=== axi_master ===
axi_master/logic_types.png
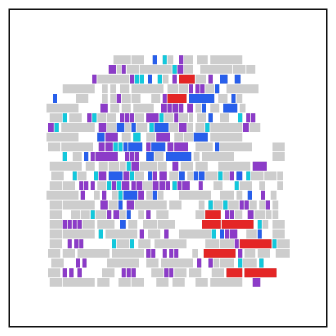

--- src/rtl/axi_master.sv ---
// Single-outstanding AXI-lite style master: one write (AW+W+B) or read (AR+R) per command,
// with per-handshake timeout, sticky error flag and a 7-segment view of the last read data.
module axi_master #(
    parameter int unsigned ADDR_W  = 4,
    parameter int unsigned DATA_W  = 4,
    parameter int unsigned TIMEOUT = 255
) (
    input  logic              clk,
    input  logic              rst_n,
    input  logic              start_wr,
    input  logic              start_rd,
    input  logic [ADDR_W-1:0] cmd_addr,
    input  logic [DATA_W-1:0] cmd_wdata,
    output logic              busy,
    output logic              done,
    output logic              err,
    output logic [DATA_W-1:0] rd_data,
    output logic [7:0]        seg_out,
    output logic              m_awvalid,
    output logic [ADDR_W-1:0] m_awaddr,
    input  logic              s_awready,
    output logic              m_wvalid,
    output logic [DATA_W-1:0] m_wdata,
    input  logic              s_wready,
    output logic              m_bready,
    input  logic              s_bvalid,
    input  logic [1:0]        s_bresp,
    output logic              m_arvalid,
    output logic [ADDR_W-1:0] m_araddr,
    input  logic              s_arready,
    output logic              m_rready,
    input  logic              s_rvalid,
    input  logic [DATA_W-1:0] s_rdata,
    input  logic [1:0]        s_rresp
);

    localparam logic [2:0] IDLE    = 3'd0;
    localparam logic [2:0] WR_REQ  = 3'd1;
    localparam logic [2:0] WR_RESP = 3'd2;
    localparam logic [2:0] RD_REQ  = 3'd3;
    localparam logic [2:0] RD_DATA = 3'd4;
    localparam logic [2:0] DONE    = 3'd5;

    // Last waiting cycle: a handshake-free cycle at this count times out.
    localparam logic [7:0] CNT_LAST = 8'(TIMEOUT - 1);

    logic [2:0]        state_q, state_d;
    logic [7:0]        cnt_q, cnt_d;
    logic              awvalid_q, awvalid_d;
    logic              wvalid_q, wvalid_d;
    logic              bready_q, bready_d;
    logic              arvalid_q, arvalid_d;
    logic              rready_q, rready_d;
    logic [ADDR_W-1:0] addr_q, addr_d;
    logic [DATA_W-1:0] wdata_q, wdata_d;
    logic [DATA_W-1:0] rd_data_q, rd_data_d;
    logic              err_q, err_d;
    logic              busy_q, busy_d;
    logic              done_q, done_d;

    logic              expire;
    logic              aw_hs, w_hs, aw_left, w_left;
    logic [3:0]        nib;
    logic [6:0]        glyph;

    assign expire  = (cnt_q == CNT_LAST);
    assign aw_hs   = awvalid_q & s_awready;
    assign w_hs    = wvalid_q & s_wready;
    assign aw_left = awvalid_q & ~s_awready;
    assign w_left  = wvalid_q & ~s_wready;

    always_comb begin
        state_d   = state_q;
        cnt_d     = cnt_q;
        awvalid_d = awvalid_q;
        wvalid_d  = wvalid_q;
        bready_d  = bready_q;
        arvalid_d = arvalid_q;
        rready_d  = rready_q;
        addr_d    = addr_q;
        wdata_d   = wdata_q;
        rd_data_d = rd_data_q;
        err_d     = err_q;

        case (state_q)
            IDLE: begin
                if (start_wr) begin
                    addr_d    = cmd_addr;
                    wdata_d   = cmd_wdata;
                    err_d     = 1'b0;
                    awvalid_d = 1'b1;
                    wvalid_d  = 1'b1;
                    state_d   = WR_REQ;
                end else if (start_rd) begin
                    addr_d    = cmd_addr;
                    err_d     = 1'b0;
                    arvalid_d = 1'b1;
                    state_d   = RD_REQ;
                end
            end
            WR_REQ: begin
                if (aw_hs) awvalid_d = 1'b0;
                if (w_hs)  wvalid_d  = 1'b0;
                if (!aw_left && !w_left) begin
                    bready_d = 1'b1;
                    state_d  = WR_RESP;
                end else if (aw_hs || w_hs) begin
                    cnt_d = 8'd0;
                end else if (expire) begin
                    awvalid_d = 1'b0;
                    wvalid_d  = 1'b0;
                    err_d     = 1'b1;
                    state_d   = DONE;
                end else begin
                    cnt_d = cnt_q + 8'd1;
                end
            end
            WR_RESP: begin
                if (s_bvalid) begin
                    bready_d = 1'b0;
                    if (s_bresp != 2'b00) err_d = 1'b1;
                    state_d = DONE;
                end else if (expire) begin
                    bready_d = 1'b0;
                    err_d    = 1'b1;
                    state_d  = DONE;
                end else begin
                    cnt_d = cnt_q + 8'd1;
                end
            end
            RD_REQ: begin
                if (s_arready) begin
                    arvalid_d = 1'b0;
                    rready_d  = 1'b1;
                    state_d   = RD_DATA;
                end else if (expire) begin
                    arvalid_d = 1'b0;
                    err_d     = 1'b1;
                    state_d   = DONE;
                end else begin
                    cnt_d = cnt_q + 8'd1;
                end
            end
            RD_DATA: begin
                if (s_rvalid) begin
                    rready_d  = 1'b0;
                    rd_data_d = s_rdata;
                    if (s_rresp != 2'b00) err_d = 1'b1;
                    state_d = DONE;
                end else if (expire) begin
                    rready_d = 1'b0;
                    err_d    = 1'b1;
                    state_d  = DONE;
                end else begin
                    cnt_d = cnt_q + 8'd1;
                end
            end
            DONE: begin
                state_d = IDLE;
            end
            default: begin
                state_d   = IDLE;
                awvalid_d = 1'b0;
                wvalid_d  = 1'b0;
                bready_d  = 1'b0;
                arvalid_d = 1'b0;
                rready_d  = 1'b0;
            end
        endcase

        if (state_d != state_q) cnt_d = 8'd0;

        busy_d = (state_d != IDLE);
        done_d = (state_d == DONE);
    end

    always_ff @(posedge clk or negedge rst_n) begin
        if (!rst_n) begin
            state_q   <= IDLE;
            cnt_q     <= 8'd0;
            awvalid_q <= 1'b0;
            wvalid_q  <= 1'b0;
            bready_q  <= 1'b0;
            arvalid_q <= 1'b0;
            rready_q  <= 1'b0;
            addr_q    <= '0;
            wdata_q   <= '0;
            rd_data_q <= '0;
            err_q     <= 1'b0;
            busy_q    <= 1'b0;
            done_q    <= 1'b0;
        end else begin
            state_q   <= state_d;
            cnt_q     <= cnt_d;
            awvalid_q <= awvalid_d;
            wvalid_q  <= wvalid_d;
            bready_q  <= bready_d;
            arvalid_q <= arvalid_d;
            rready_q  <= rready_d;
            addr_q    <= addr_d;
            wdata_q   <= wdata_d;
            rd_data_q <= rd_data_d;
            err_q     <= err_d;
            busy_q    <= busy_d;
            done_q    <= done_d;
        end
    end

    // Glyph segments {g,f,e,d,c,b,a}
    assign nib = 4'(rd_data_q);

    always_comb begin
        glyph = 7'h3F;
        case (nib)
            4'h0: glyph = 7'h3F;
            4'h1: glyph = 7'h06;
            4'h2: glyph = 7'h5B;
            4'h3: glyph = 7'h4F;
            4'h4: glyph = 7'h66;
            4'h5: glyph = 7'h6D;
            4'h6: glyph = 7'h7D;
            4'h7: glyph = 7'h07;
            4'h8: glyph = 7'h7F;
            4'h9: glyph = 7'h6F;
            4'hA: glyph = 7'h77;
            4'hB: glyph = 7'h7C;
            4'hC: glyph = 7'h39;
            4'hD: glyph = 7'h5E;
            4'hE: glyph = 7'h79;
            4'hF: glyph = 7'h71;
            default: glyph = 7'h3F;
        endcase
    end

    assign busy      = busy_q;
    assign done      = done_q;
    assign err       = err_q;
    assign rd_data   = rd_data_q;
    assign seg_out   = {err_q, glyph};
    assign m_awvalid = awvalid_q;
    assign m_awaddr  = addr_q;
    assign m_wvalid  = wvalid_q;
    assign m_wdata   = wdata_q;
    assign m_bready  = bready_q;
    assign m_arvalid = arvalid_q;
    assign m_araddr  = addr_q;
    assign m_rready  = rready_q;

endmodule

--- config.mk ---
export PLATFORM = sky130hd
export DESIGN_NAME = axi_master
export DESIGN_NICKNAME = d
export VERILOG_FILES = /design/src/rtl/axi_master.sv
export SDC_FILE = /design/constraint.sdc
export NUM_CORES = 1
export LEC_CHECK = 0
export ABC_AREA = 1
export CORE_MARGIN = 10
export CORE_UTILIZATION = 44
export CTS_CLUSTER_SIZE = 40
export DETAILED_ROUTE_END_ITERATION = 16
export PLACE_DENSITY = 0.77
export SLEW_MARGIN = 15
export SYNTH_ARGS = -nofsm -noshare
export SYNTH_HDL_FRONTEND = slang
export SYNTH_SLANG_ARGS = --single-unit
--- constraint.sdc ---
create_clock -name clk -period 1.9 [get_ports clk]
set_clock_uncertainty 0.1 [all_clocks]
set_input_delay 0.38 -clock clk [delete_from_list [all_inputs] [get_ports clk]]
set_output_delay 0.38 -clock clk [all_outputs]
set_load 0.01 [all_outputs]
=== multicycle_controller_flat ===
[config.mk]
export PLATFORM = sky130hd
export DESIGN_NAME = multicycle_controller_flat
export DESIGN_NICKNAME = d
export VERILOG_FILES = /design/src/rtl/multicycle_controller_if.sv /design/src/rtl/multicycle_controller.sv /design/src/flat_wrapper.sv
export SDC_FILE = /design/constraint.sdc
export NUM_CORES = 1
export LEC_CHECK = 0
export CAP_MARGIN = 25
export CORE_ASPECT_RATIO = 0.7
export CORE_MARGIN = 5
export CORE_UTILIZATION = 46
export DETAILED_ROUTE_END_ITERATION = 10
export PLACE_DENSITY = 0.78
export RECOVER_POWER = 25
export SLEW_MARGIN = 20
export SYNTH_ARGS = -nofsm -noshare
export SYNTH_HDL_FRONTEND = slang
export SYNTH_SLANG_ARGS = --single-unit
export TNS_END_PERCENT = 20
[constraint.sdc]
create_clock -name clk -period 2.9 [get_ports clk]
set_input_delay 0.58 -clock clk [delete_from_list [all_inputs] [get_ports clk]]
set_output_delay 0.58 -clock clk [all_outputs]
set_load 0.1 [all_outputs]
[src/rtl/multicycle_controller_if.sv]
// rtl/multicycle_controller_if.sv - controller/datapath bundle: opcode and memory handshake in, controls out
interface multicycle_controller_if #(
    parameter int CNT_W = 16
);
    logic [5:0]       opcode;
    logic             mem_ready;
    logic             iord;
    logic             memwrite;
    logic             irwrite;
    logic             pcwrite;
    logic             branch;
    logic             regdst;
    logic             memtoreg;
    logic             regwrite;
    logic             alusrca;
    logic [1:0]       alusrcb;
    logic [1:0]       aluop;
    logic [1:0]       pcsrc;
    logic [3:0]       state;
    logic             illegal_op;
    logic [CNT_W-1:0] fetch_count;

    modport master (
        input  opcode, mem_ready,
        output iord, memwrite, irwrite, pcwrite, branch, regdst, memtoreg, regwrite,
               alusrca, alusrcb, aluop, pcsrc, state, illegal_op, fetch_count
    );

    modport slave (
        output opcode, mem_ready,
        input  iord, memwrite, irwrite, pcwrite, branch, regdst, memtoreg, regwrite,
               alusrca, alusrcb, aluop, pcsrc, state, illegal_op, fetch_count
    );
endinterface

[src/rtl/multicycle_controller.sv]
// rtl/multicycle_controller.sv - multicycle MIPS-style control FSM with memory wait states
module multicycle_controller #(
    parameter bit SUPPORT_ADDI = 1'b1,
    parameter bit SUPPORT_J    = 1'b1,
    parameter int CNT_W        = 16
) (
    input  logic                   clk,
    input  logic                   reset,
    multicycle_controller_if.master bus
);
    typedef enum logic [3:0] {
        FETCH   = 4'd0,
        DECODE  = 4'd1,
        MEMADR  = 4'd2,
        MEMRD   = 4'd3,
        MEMWB   = 4'd4,
        MEMWR   = 4'd5,
        EXECUTE = 4'd6,
        ALUWB   = 4'd7,
        BEQEX   = 4'd8,
        ADDIEX  = 4'd9,
        ADDIWB  = 4'd10,
        JEX     = 4'd11
    } state_t;

    localparam logic [5:0] OP_RTYPE = 6'b000000;
    localparam logic [5:0] OP_LW    = 6'b100011;
    localparam logic [5:0] OP_SW    = 6'b101011;
    localparam logic [5:0] OP_BEQ   = 6'b000100;
    localparam logic [5:0] OP_ADDI  = 6'b001000;
    localparam logic [5:0] OP_J     = 6'b000010;

    state_t           state_q;
    state_t           state_d;
    logic [5:0]       opcode_q;
    logic [CNT_W-1:0] fetch_cnt;

    always_ff @(posedge clk) begin
        if (reset) begin
            state_q   <= FETCH;
            opcode_q  <= 6'b000000;
            fetch_cnt <= '0;
        end else begin
            state_q <= state_d;
            if (state_q == DECODE) begin
                opcode_q <= bus.opcode;
            end
            if (state_q == FETCH && bus.mem_ready) begin
                fetch_cnt <= fetch_cnt + 1'b1;
            end
        end
    end

    always_comb begin
        state_d        = FETCH;
        bus.iord       = 1'b0;
        bus.memwrite   = 1'b0;
        bus.irwrite    = 1'b0;
        bus.pcwrite    = 1'b0;
        bus.branch     = 1'b0;
        bus.regdst     = 1'b0;
        bus.memtoreg   = 1'b0;
        bus.regwrite   = 1'b0;
        bus.alusrca    = 1'b0;
        bus.alusrcb    = 2'b00;
        bus.aluop      = 2'b00;
        bus.pcsrc      = 2'b00;
        bus.illegal_op = 1'b0;
        case (state_q)
            FETCH: begin
                bus.alusrcb = 2'b01;
                bus.irwrite = bus.mem_ready;
                bus.pcwrite = bus.mem_ready;
                state_d     = bus.mem_ready ? DECODE : FETCH;
            end
            DECODE: begin
                bus.alusrcb = 2'b11;
                case (bus.opcode)
                    OP_LW, OP_SW: state_d = MEMADR;
                    OP_RTYPE:     state_d = EXECUTE;
                    OP_BEQ:       state_d = BEQEX;
                    OP_ADDI: begin
                        if (SUPPORT_ADDI) state_d = ADDIEX;
                        else              bus.illegal_op = 1'b1;
                    end
                    OP_J: begin
                        if (SUPPORT_J) state_d = JEX;
                        else           bus.illegal_op = 1'b1;
                    end
                    default: bus.illegal_op = 1'b1;
                endcase
            end
            MEMADR: begin
                bus.alusrca = 1'b1;
                bus.alusrcb = 2'b10;
                // the live opcode may already have moved on; use the copy taken in DECODE
                state_d     = (opcode_q == OP_LW) ? MEMRD : MEMWR;
            end
            MEMRD: begin
                bus.iord = 1'b1;
                state_d  = bus.mem_ready ? MEMWB : MEMRD;
            end
            MEMWB: begin
                bus.memtoreg = 1'b1;
                bus.regwrite = 1'b1;
            end
            MEMWR: begin
                bus.iord     = 1'b1;
                bus.memwrite = 1'b1;
                state_d      = bus.mem_ready ? FETCH : MEMWR;
            end
            EXECUTE: begin
                bus.alusrca = 1'b1;
                bus.aluop   = 2'b10;
                state_d     = ALUWB;
            end
            ALUWB: begin
                bus.regdst   = 1'b1;
                bus.regwrite = 1'b1;
            end
            BEQEX: begin
                bus.alusrca = 1'b1;
                bus.branch  = 1'b1;
                bus.aluop   = 2'b01;
                bus.pcsrc   = 2'b01;
            end
            ADDIEX: begin
                bus.alusrca = 1'b1;
                bus.alusrcb = 2'b10;
                state_d     = ADDIWB;
            end
            ADDIWB: begin
                bus.regwrite = 1'b1;
            end
            JEX: begin
                bus.pcsrc   = 2'b10;
                bus.pcwrite = 1'b1;
            end
            default: state_d = FETCH;
        endcase
    end

    assign bus.state       = state_q;
    assign bus.fetch_count = fetch_cnt;
endmodule
[src/flat_wrapper.sv]
// flat-port wrapper written by rule: the top's interface ports become plain ports
module multicycle_controller_flat 
#(
    parameter bit SUPPORT_ADDI = 1'b1,
    parameter bit SUPPORT_J    = 1'b1,
    parameter int CNT_W        = 16
)
  (clk, reset, bus_opcode, bus_mem_ready, bus_iord, bus_memwrite, bus_irwrite, bus_pcwrite, bus_branch, bus_regdst, bus_memtoreg, bus_regwrite, bus_alusrca, bus_alusrcb, bus_aluop, bus_pcsrc, bus_state, bus_illegal_op, bus_fetch_count);
  multicycle_controller_if #(.CNT_W(CNT_W)) bus_i ();
  input  logic clk;
  input  logic reset;
  input wire logic [$bits(bus_i.opcode)-1:0] bus_opcode;
  input wire logic [$bits(bus_i.mem_ready)-1:0] bus_mem_ready;
  output wire logic [$bits(bus_i.iord)-1:0] bus_iord;
  output wire logic [$bits(bus_i.memwrite)-1:0] bus_memwrite;
  output wire logic [$bits(bus_i.irwrite)-1:0] bus_irwrite;
  output wire logic [$bits(bus_i.pcwrite)-1:0] bus_pcwrite;
  output wire logic [$bits(bus_i.branch)-1:0] bus_branch;
  output wire logic [$bits(bus_i.regdst)-1:0] bus_regdst;
  output wire logic [$bits(bus_i.memtoreg)-1:0] bus_memtoreg;
  output wire logic [$bits(bus_i.regwrite)-1:0] bus_regwrite;
  output wire logic [$bits(bus_i.alusrca)-1:0] bus_alusrca;
  output wire logic [$bits(bus_i.alusrcb)-1:0] bus_alusrcb;
  output wire logic [$bits(bus_i.aluop)-1:0] bus_aluop;
  output wire logic [$bits(bus_i.pcsrc)-1:0] bus_pcsrc;
  output wire logic [$bits(bus_i.state)-1:0] bus_state;
  output wire logic [$bits(bus_i.illegal_op)-1:0] bus_illegal_op;
  output wire logic [$bits(bus_i.fetch_count)-1:0] bus_fetch_count;
  assign bus_i.opcode = bus_opcode;
  assign bus_i.mem_ready = bus_mem_ready;
  assign bus_iord = bus_i.iord;
  assign bus_memwrite = bus_i.memwrite;
  assign bus_irwrite = bus_i.irwrite;
  assign bus_pcwrite = bus_i.pcwrite;
  assign bus_branch = bus_i.branch;
  assign bus_regdst = bus_i.regdst;
  assign bus_memtoreg = bus_i.memtoreg;
  assign bus_regwrite = bus_i.regwrite;
  assign bus_alusrca = bus_i.alusrca;
  assign bus_alusrcb = bus_i.alusrcb;
  assign bus_aluop = bus_i.aluop;
  assign bus_pcsrc = bus_i.pcsrc;
  assign bus_state = bus_i.state;
  assign bus_illegal_op = bus_i.illegal_op;
  assign bus_fetch_count = bus_i.fetch_count;
  multicycle_controller #(.SUPPORT_ADDI(SUPPORT_ADDI), .SUPPORT_J(SUPPORT_J), .CNT_W(CNT_W)) u_core (.clk(clk), .reset(reset), .bus(bus_i));
endmodule
=== glb_proc_req_sched_flat ===
[config.mk]
export PLATFORM = sky130hd
export DESIGN_NAME = glb_proc_req_sched_flat
export DESIGN_NICKNAME = d
export VERILOG_FILES = /design/src/rtl/glb_proc_req_sched_if.sv /design/src/rtl/glb_proc_req_sched.sv /design/src/flat_wrapper.sv
export SDC_FILE = /design/constraint.sdc
export NUM_CORES = 1
export LEC_CHECK = 0
export CORE_ASPECT_RATIO = 0.8
export CORE_UTILIZATION = 36
export CTS_BUF_LIST = sky130_fd_sc_hd__clkbuf_8 sky130_fd_sc_hd__clkbuf_16
export DETAILED_ROUTE_END_ITERATION = 8
export PLACE_DENSITY = 0.73
export SYNTH_ARGS = -nofsm -noshare
export SYNTH_HDL_FRONTEND = slang
export SYNTH_SLANG_ARGS = --single-unit
[constraint.sdc]
create_clock -name clk -period 5.3 [get_ports clk]
set_input_delay 1.06 -clock clk [delete_from_list [all_inputs] [get_ports clk]]
set_output_delay 1.06 -clock clk [all_outputs]
set_load 0.02 [all_outputs]
[src/rtl/glb_proc_req_sched_if.sv]
// Processor-side and packet-chain signal bundle for the request scheduler.
// The slave modport belongs to the scheduler; master is the processor/chain side.
interface glb_proc_req_sched_if #(
    parameter int ADDR_W = 22,
    parameter int DATA_W = 64
);
    logic                  proc_wr_en;
    logic [DATA_W/8-1:0]   proc_wr_strb;
    logic [ADDR_W-1:0]     proc_wr_addr;
    logic [DATA_W-1:0]     proc_wr_data;
    logic                  proc_wr_ready;
    logic                  proc_rd_en;
    logic [ADDR_W-1:0]     proc_rd_addr;
    logic                  proc_rd_ready;
    logic [DATA_W-1:0]     proc_rd_data;
    logic                  proc_rd_data_valid;

    logic                  wr_pkt_en;
    logic [DATA_W/8-1:0]   wr_pkt_strb;
    logic [ADDR_W-1:0]     wr_pkt_addr;
    logic [DATA_W-1:0]     wr_pkt_data;
    logic                  rdrq_pkt_en;
    logic [ADDR_W-1:0]     rdrq_pkt_addr;
    logic                  rdrs_pkt_valid;
    logic [DATA_W-1:0]     rdrs_pkt_data;

    logic [3:0]            outst_cnt;
    logic                  rd_timeout_err;
    logic                  spurious_rs_err;

    modport slave (
        input  proc_wr_en, proc_wr_strb, proc_wr_addr, proc_wr_data,
        input  proc_rd_en, proc_rd_addr,
        input  rdrs_pkt_valid, rdrs_pkt_data,
        output proc_wr_ready, proc_rd_ready, proc_rd_data, proc_rd_data_valid,
        output wr_pkt_en, wr_pkt_strb, wr_pkt_addr, wr_pkt_data,
        output rdrq_pkt_en, rdrq_pkt_addr,
        output outst_cnt, rd_timeout_err, spurious_rs_err
    );

    modport master (
        output proc_wr_en, proc_wr_strb, proc_wr_addr, proc_wr_data,
        output proc_rd_en, proc_rd_addr,
        output rdrs_pkt_valid, rdrs_pkt_data,
        input  proc_wr_ready, proc_rd_ready, proc_rd_data, proc_rd_data_valid,
        input  wr_pkt_en, wr_pkt_strb, wr_pkt_addr, wr_pkt_data,
        input  rdrq_pkt_en, rdrq_pkt_addr,
        input  outst_cnt, rd_timeout_err, spurious_rs_err
    );
endinterface

[src/rtl/glb_proc_req_sched.sv]
// Round-robin write/read issue into the packet chain, credit-limited reads, in-order read return.
// Latency: request granted at edge N is on *_pkt_* in cycle N+1; response in cycle N returns in cycle N+1.
// Backpressure: ready is the combinational grant; reads stall while outst_cnt == MAX_OUTST.
module glb_proc_req_sched #(
    parameter int ADDR_W     = 22,
    parameter int DATA_W     = 64,
    parameter int MAX_OUTST  = 4,
    parameter int RD_TIMEOUT = 64
) (
    input  logic                 clk,
    input  logic                 reset,
    glb_proc_req_sched_if.slave  bus
);
    logic       last_rd;
    logic [7:0] to_cnt;
    logic       wr_elig, rd_elig, wr_gnt, rd_gnt;
    logic       busy, rs_hit, rs_spur, tmo, retire;

    always_comb begin
        wr_elig = bus.proc_wr_en;
        rd_elig = bus.proc_rd_en && (bus.outst_cnt < 4'(MAX_OUTST));
        // On a tie the type not granted last time wins.
        wr_gnt  = wr_elig && (!rd_elig || last_rd);
        rd_gnt  = rd_elig && (!wr_elig || !last_rd);
        busy    = bus.outst_cnt != 4'd0;
        rs_hit  = bus.rdrs_pkt_valid && busy;
        rs_spur = bus.rdrs_pkt_valid && !busy;
        // A response on the expiry cycle takes precedence over the timeout.
        tmo     = busy && !bus.rdrs_pkt_valid && (to_cnt == 8'(RD_TIMEOUT - 1));
        retire  = rs_hit || tmo;
    end

    assign bus.proc_wr_ready = wr_gnt;
    assign bus.proc_rd_ready = rd_gnt;

    always_ff @(posedge clk or negedge reset) begin
        if (!reset) begin
            last_rd           <= 1'b1;
            bus.wr_pkt_en     <= 1'b0;
            bus.wr_pkt_strb   <= {(DATA_W/8){1'b0}};
            bus.wr_pkt_addr   <= {ADDR_W{1'b0}};
            bus.wr_pkt_data   <= {DATA_W{1'b0}};
            bus.rdrq_pkt_en   <= 1'b0;
            bus.rdrq_pkt_addr <= {ADDR_W{1'b0}};
        end else begin
            if (wr_gnt || rd_gnt)
                last_rd <= rd_gnt;
            bus.wr_pkt_en     <= wr_gnt;
            bus.wr_pkt_strb   <= wr_gnt ? bus.proc_wr_strb : {(DATA_W/8){1'b0}};
            bus.wr_pkt_addr   <= wr_gnt ? bus.proc_wr_addr : {ADDR_W{1'b0}};
            bus.wr_pkt_data   <= wr_gnt ? bus.proc_wr_data : {DATA_W{1'b0}};
            bus.rdrq_pkt_en   <= rd_gnt;
            bus.rdrq_pkt_addr <= rd_gnt ? bus.proc_rd_addr : {ADDR_W{1'b0}};
        end
    end

    always_ff @(posedge clk or negedge reset) begin
        if (!reset) begin
            bus.outst_cnt          <= 4'd0;
            to_cnt                 <= 8'd0;
            bus.proc_rd_data       <= {DATA_W{1'b0}};
            bus.proc_rd_data_valid <= 1'b0;
            bus.rd_timeout_err     <= 1'b0;
            bus.spurious_rs_err    <= 1'b0;
        end else begin
            case ({rd_gnt, retire})
                2'b10:   bus.outst_cnt <= bus.outst_cnt + 4'd1;
                2'b01:   bus.outst_cnt <= bus.outst_cnt - 4'd1;
                default: bus.outst_cnt <= bus.outst_cnt;
            endcase
            // The timer measures silence on the oldest outstanding read only.
            if (!busy || bus.rdrs_pkt_valid || tmo)
                to_cnt <= 8'd0;
            else
                to_cnt <= to_cnt + 8'd1;
            bus.proc_rd_data_valid <= retire;
            if (retire)
                bus.proc_rd_data <= rs_hit ? bus.rdrs_pkt_data : {DATA_W{1'b0}};
            if (tmo)
                bus.rd_timeout_err <= 1'b1;
            if (rs_spur)
                bus.spurious_rs_err <= 1'b1;
        end
    end
endmodule

[src/flat_wrapper.sv]
// flat-port wrapper written by rule: the top's interface ports become plain ports
module glb_proc_req_sched_flat 
#(
    parameter int ADDR_W     = 22,
    parameter int DATA_W     = 64,
    parameter int MAX_OUTST  = 4,
    parameter int RD_TIMEOUT = 64
)
  (clk, reset, bus_proc_wr_en, bus_proc_wr_strb, bus_proc_wr_addr, bus_proc_wr_data, bus_proc_rd_en, bus_proc_rd_addr, bus_rdrs_pkt_valid, bus_rdrs_pkt_data, bus_proc_wr_ready, bus_proc_rd_ready, bus_proc_rd_data, bus_proc_rd_data_valid, bus_wr_pkt_en, bus_wr_pkt_strb, bus_wr_pkt_addr, bus_wr_pkt_data, bus_rdrq_pkt_en, bus_rdrq_pkt_addr, bus_outst_cnt, bus_rd_timeout_err, bus_spurious_rs_err);
  glb_proc_req_sched_if #(.ADDR_W(ADDR_W), .DATA_W(DATA_W)) bus_i ();
  input  logic clk;
  input  logic reset;
  input wire logic [$bits(bus_i.proc_wr_en)-1:0] bus_proc_wr_en;
  input wire logic [$bits(bus_i.proc_wr_strb)-1:0] bus_proc_wr_strb;
  input wire logic [$bits(bus_i.proc_wr_addr)-1:0] bus_proc_wr_addr;
  input wire logic [$bits(bus_i.proc_wr_data)-1:0] bus_proc_wr_data;
  input wire logic [$bits(bus_i.proc_rd_en)-1:0] bus_proc_rd_en;
  input wire logic [$bits(bus_i.proc_rd_addr)-1:0] bus_proc_rd_addr;
  input wire logic [$bits(bus_i.rdrs_pkt_valid)-1:0] bus_rdrs_pkt_valid;
  input wire logic [$bits(bus_i.rdrs_pkt_data)-1:0] bus_rdrs_pkt_data;
  output wire logic [$bits(bus_i.proc_wr_ready)-1:0] bus_proc_wr_ready;
  output wire logic [$bits(bus_i.proc_rd_ready)-1:0] bus_proc_rd_ready;
  output wire logic [$bits(bus_i.proc_rd_data)-1:0] bus_proc_rd_data;
  output wire logic [$bits(bus_i.proc_rd_data_valid)-1:0] bus_proc_rd_data_valid;
  output wire logic [$bits(bus_i.wr_pkt_en)-1:0] bus_wr_pkt_en;
  output wire logic [$bits(bus_i.wr_pkt_strb)-1:0] bus_wr_pkt_strb;
  output wire logic [$bits(bus_i.wr_pkt_addr)-1:0] bus_wr_pkt_addr;
  output wire logic [$bits(bus_i.wr_pkt_data)-1:0] bus_wr_pkt_data;
  output wire logic [$bits(bus_i.rdrq_pkt_en)-1:0] bus_rdrq_pkt_en;
  output wire logic [$bits(bus_i.rdrq_pkt_addr)-1:0] bus_rdrq_pkt_addr;
  output wire logic [$bits(bus_i.outst_cnt)-1:0] bus_outst_cnt;
  output wire logic [$bits(bus_i.rd_timeout_err)-1:0] bus_rd_timeout_err;
  output wire logic [$bits(bus_i.spurious_rs_err)-1:0] bus_spurious_rs_err;
  assign bus_i.proc_wr_en = bus_proc_wr_en;
  assign bus_i.proc_wr_strb = bus_proc_wr_strb;
  assign bus_i.proc_wr_addr = bus_proc_wr_addr;
  assign bus_i.proc_wr_data = bus_proc_wr_data;
  assign bus_i.proc_rd_en = bus_proc_rd_en;
  assign bus_i.proc_rd_addr = bus_proc_rd_addr;
  assign bus_i.rdrs_pkt_valid = bus_rdrs_pkt_valid;
  assign bus_i.rdrs_pkt_data = bus_rdrs_pkt_data;
  assign bus_proc_wr_ready = bus_i.proc_wr_ready;
  assign bus_proc_rd_ready = bus_i.proc_rd_ready;
  assign bus_proc_rd_data = bus_i.proc_rd_data;
  assign bus_proc_rd_data_valid = bus_i.proc_rd_data_valid;
  assign bus_wr_pkt_en = bus_i.wr_pkt_en;
  assign bus_wr_pkt_strb = bus_i.wr_pkt_strb;
  assign bus_wr_pkt_addr = bus_i.wr_pkt_addr;
  assign bus_wr_pkt_data = bus_i.wr_pkt_data;
  assign bus_rdrq_pkt_en = bus_i.rdrq_pkt_en;
  assign bus_rdrq_pkt_addr = bus_i.rdrq_pkt_addr;
  assign bus_outst_cnt = bus_i.outst_cnt;
  assign bus_rd_timeout_err = bus_i.rd_timeout_err;
  assign bus_spurious_rs_err = bus_i.spurious_rs_err;
  glb_proc_req_sched #(.ADDR_W(ADDR_W), .DATA_W(DATA_W), .MAX_OUTST(MAX_OUTST), .RD_TIMEOUT(RD_TIMEOUT)) u_core (.clk(clk), .reset(reset), .bus(bus_i));
endmodule
axi_master/layer_met3.png
The bar under the picture is 20 microns long.
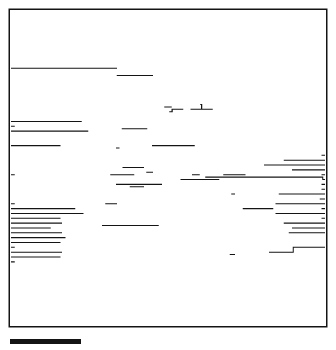
- main direction: horizontal
- longest straight run: 32.9 microns
- share of all routed wire: 8.6%
- wire length on this layer: 518 microns
- nets with wire on the layer: 50
met3 usage: 0.0588
final wirelength: 5990 microns
via count: 2192

About axi_master/logic_types.png:
- blue: nor cells (cells 37)
- red: fa/ha/maj cells (cells 9)
- purple: nand cells (cells 110)
- cyan: inv cells (cells 38)
Final Instance Count excl. Fillers: 433
most frequent logic cell in the layout: nand2_1
logic share of the area: 0.395

==> ci_impl_report.md, axi_master <==
### Metrics collected by this job

| Metric | Value |
|---|---|
| DP Cell Count | `416` |
| Final Worst Setup Slack | `-0.0546 ns` |
| Status | `finished, violations left` |
| Via/cell ratio | `5.06` |
| Kind of critical path | `register to output pin` |
| Met2 GRT Util | `0.266` |
| TAP cells | `52` |
| Critical-path top delay cell | `dfrtp_1` |
| NonClk Buf Share | `0.270` |
| WP data arrival | `1.47 ns` |
| Setup violators final | `4` |
| Fp_density | `0.465` |
| Worst Setup EP | `seg_out[3]` |
| Failing checks | `setup timing` |
| Late-Pin Clk Latency | `0.28 ns` |
| Power Total | `5090 uW` |
| Non-clk bufs | `97` |
| Largest net degree at the start of global routing | `32` |
| Clk pwr | `487 uW` |
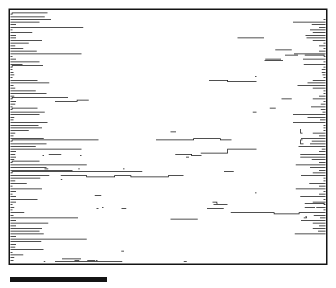
glb_proc_req_sched_flat/layer_met3.png
The bar under the picture is 50 microns long.
- wire length on this layer: 1980 microns
- nets with wire on the layer: 194
- longest straight run: 66.7 microns
- share of all routed wire: 9.2%
- main direction: horizontal
final wirelength: 21600 microns
met3 usage: 0.0823

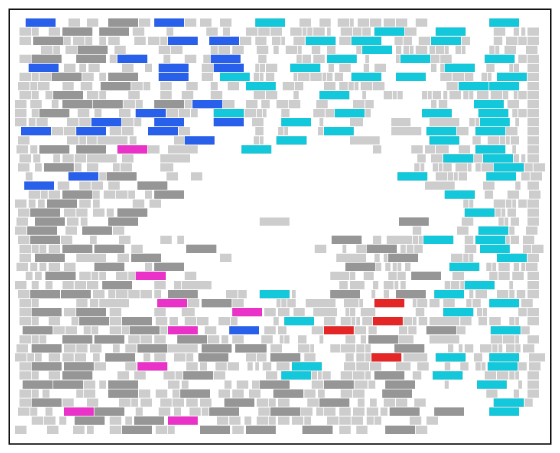
glb_proc_req_sched_flat/flops_by_reg.png
Other sequential cells in the stronger gray, the rest of the logic in the fainter gray.
- red: u_core.bus.outst_cnt (sequential cells 4)
- magenta: u_core.bus.wr_pkt_strb (sequential cells 8)
- cyan: u_core.bus.proc_rd_data (sequential cells 64)
- blue: u_core.bus.wr_pkt_addr (sequential cells 22)
Reg area: 4960 sq um
Seq group: 2060 uW
final core occ: 0.597

==> ci_impl_report.md, glb_proc_req_sched_flat <==
### Metrics collected by this job

| Metric | Value |
|---|---|
| Syn Area/Cell | `12.1 sq um` |
| Final instance area | `11900 sq um` |
| Placement Setup Slack | `1.30 ns` |
| Buffer and inverter count on the worst path | `3` |
| Final hold violation count | `0` |
| Fillers | `1633` |
| WHS Path Cells | `1` |
| Status | `complete, no violations` |
| Fp_density | `0.371` |
| Die X | `162 microns` |
| Routing usage on met1 | `0.231` |
| Number of routed nets with antenna violations | `0` |
| Hold path start | `u_core.bus.spurious_rs_err$_DFFE_PN0P_` |
| # Post-CTS Setup Buffers | `0` |
| FFs & Latches | `198` |
| Flop share of the area | `0.416` |
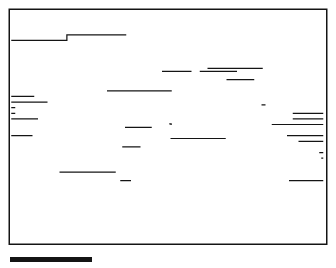
multicycle_controller_flat/layer_met3.png
The bar under the picture is 20 microns long.
- wire length on this layer: 196 microns
- longest straight run: 15.4 microns
- nets with wire on the layer: 22
via count: 1487
met3 usage: 0.0449
final wirelength: 3760 microns

==> ci_impl_report.md, multicycle_controller_flat <==
### Metrics collected by this job

| Metric | Value |
|---|---|
| Cell count in the Yosys report | `183` |
| Gr ovfl total | `0` |
| Reg area | `527 sq um` |
| Routability cong. | `0.904` |
| Clk tree area frac | `0.0281` |
| Post-synth cell types | `37` |
| TAP cells | `38` |
| Hold Buf Count CTS | `0` |
| Fin. max-slew vios | `0` |
| Cell with the most instances after synthesis | `dfxtp_1` |
| DP Wirelength | `2870 microns` |
| Status | `complete, no violations` |
| Vias in the first global route | `1389` |
| Clock buffers | `4` |
| VDD IR max | `0.240 mV` |
| FF-to-FF Start | `u_core.bus.state[0]$_SDFF_PP0_` |
| Post-synth net total | `193` |
| Late-Pin Clk Latency | `0.27 ns` |
| Fillers | `261` |
| Synth top area share | `0.363` |

## Gallery

Routing congestion.
Plate I
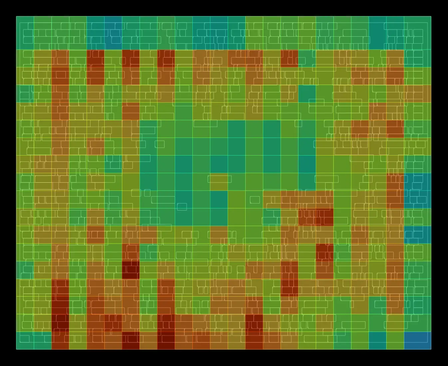
Plate II
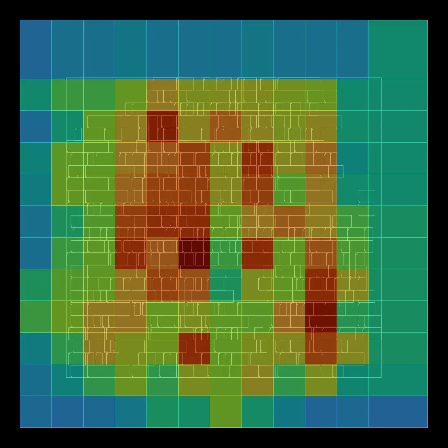
Plate III
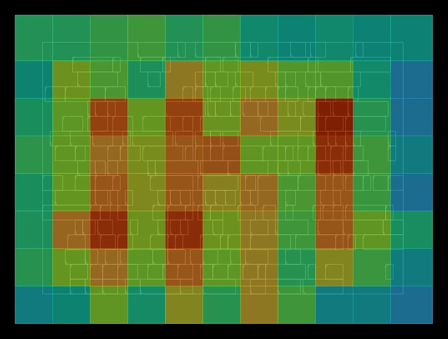
| from | picture |
|---|---|
| glb_proc_req_sched_flat | Plate I |
| multicycle_controller_flat | Plate III |
| axi_master | Plate II |
Of these, most wire per cell: Plate I



==> gallery <==
The metal 2 layer.
Cells faint in the background.
image #1
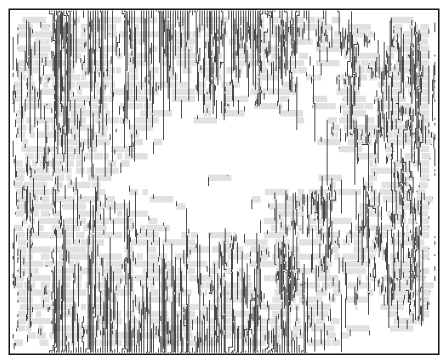
image #2
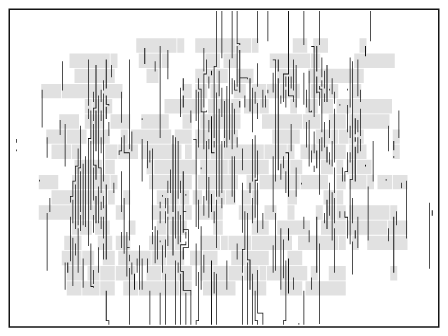
image #3
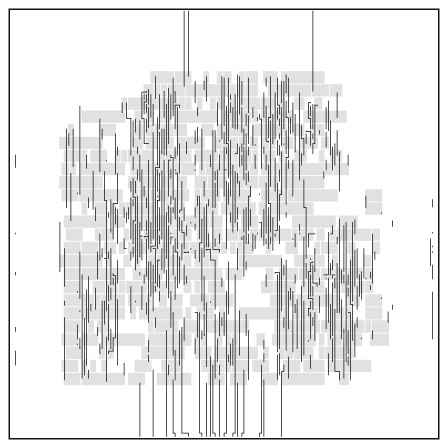
Image #3 comes from axi_master.
Image #1 comes from glb_proc_req_sched_flat.
Image #2 comes from multicycle_controller_flat.

Power is estimated from default activity; no workload was simulated.
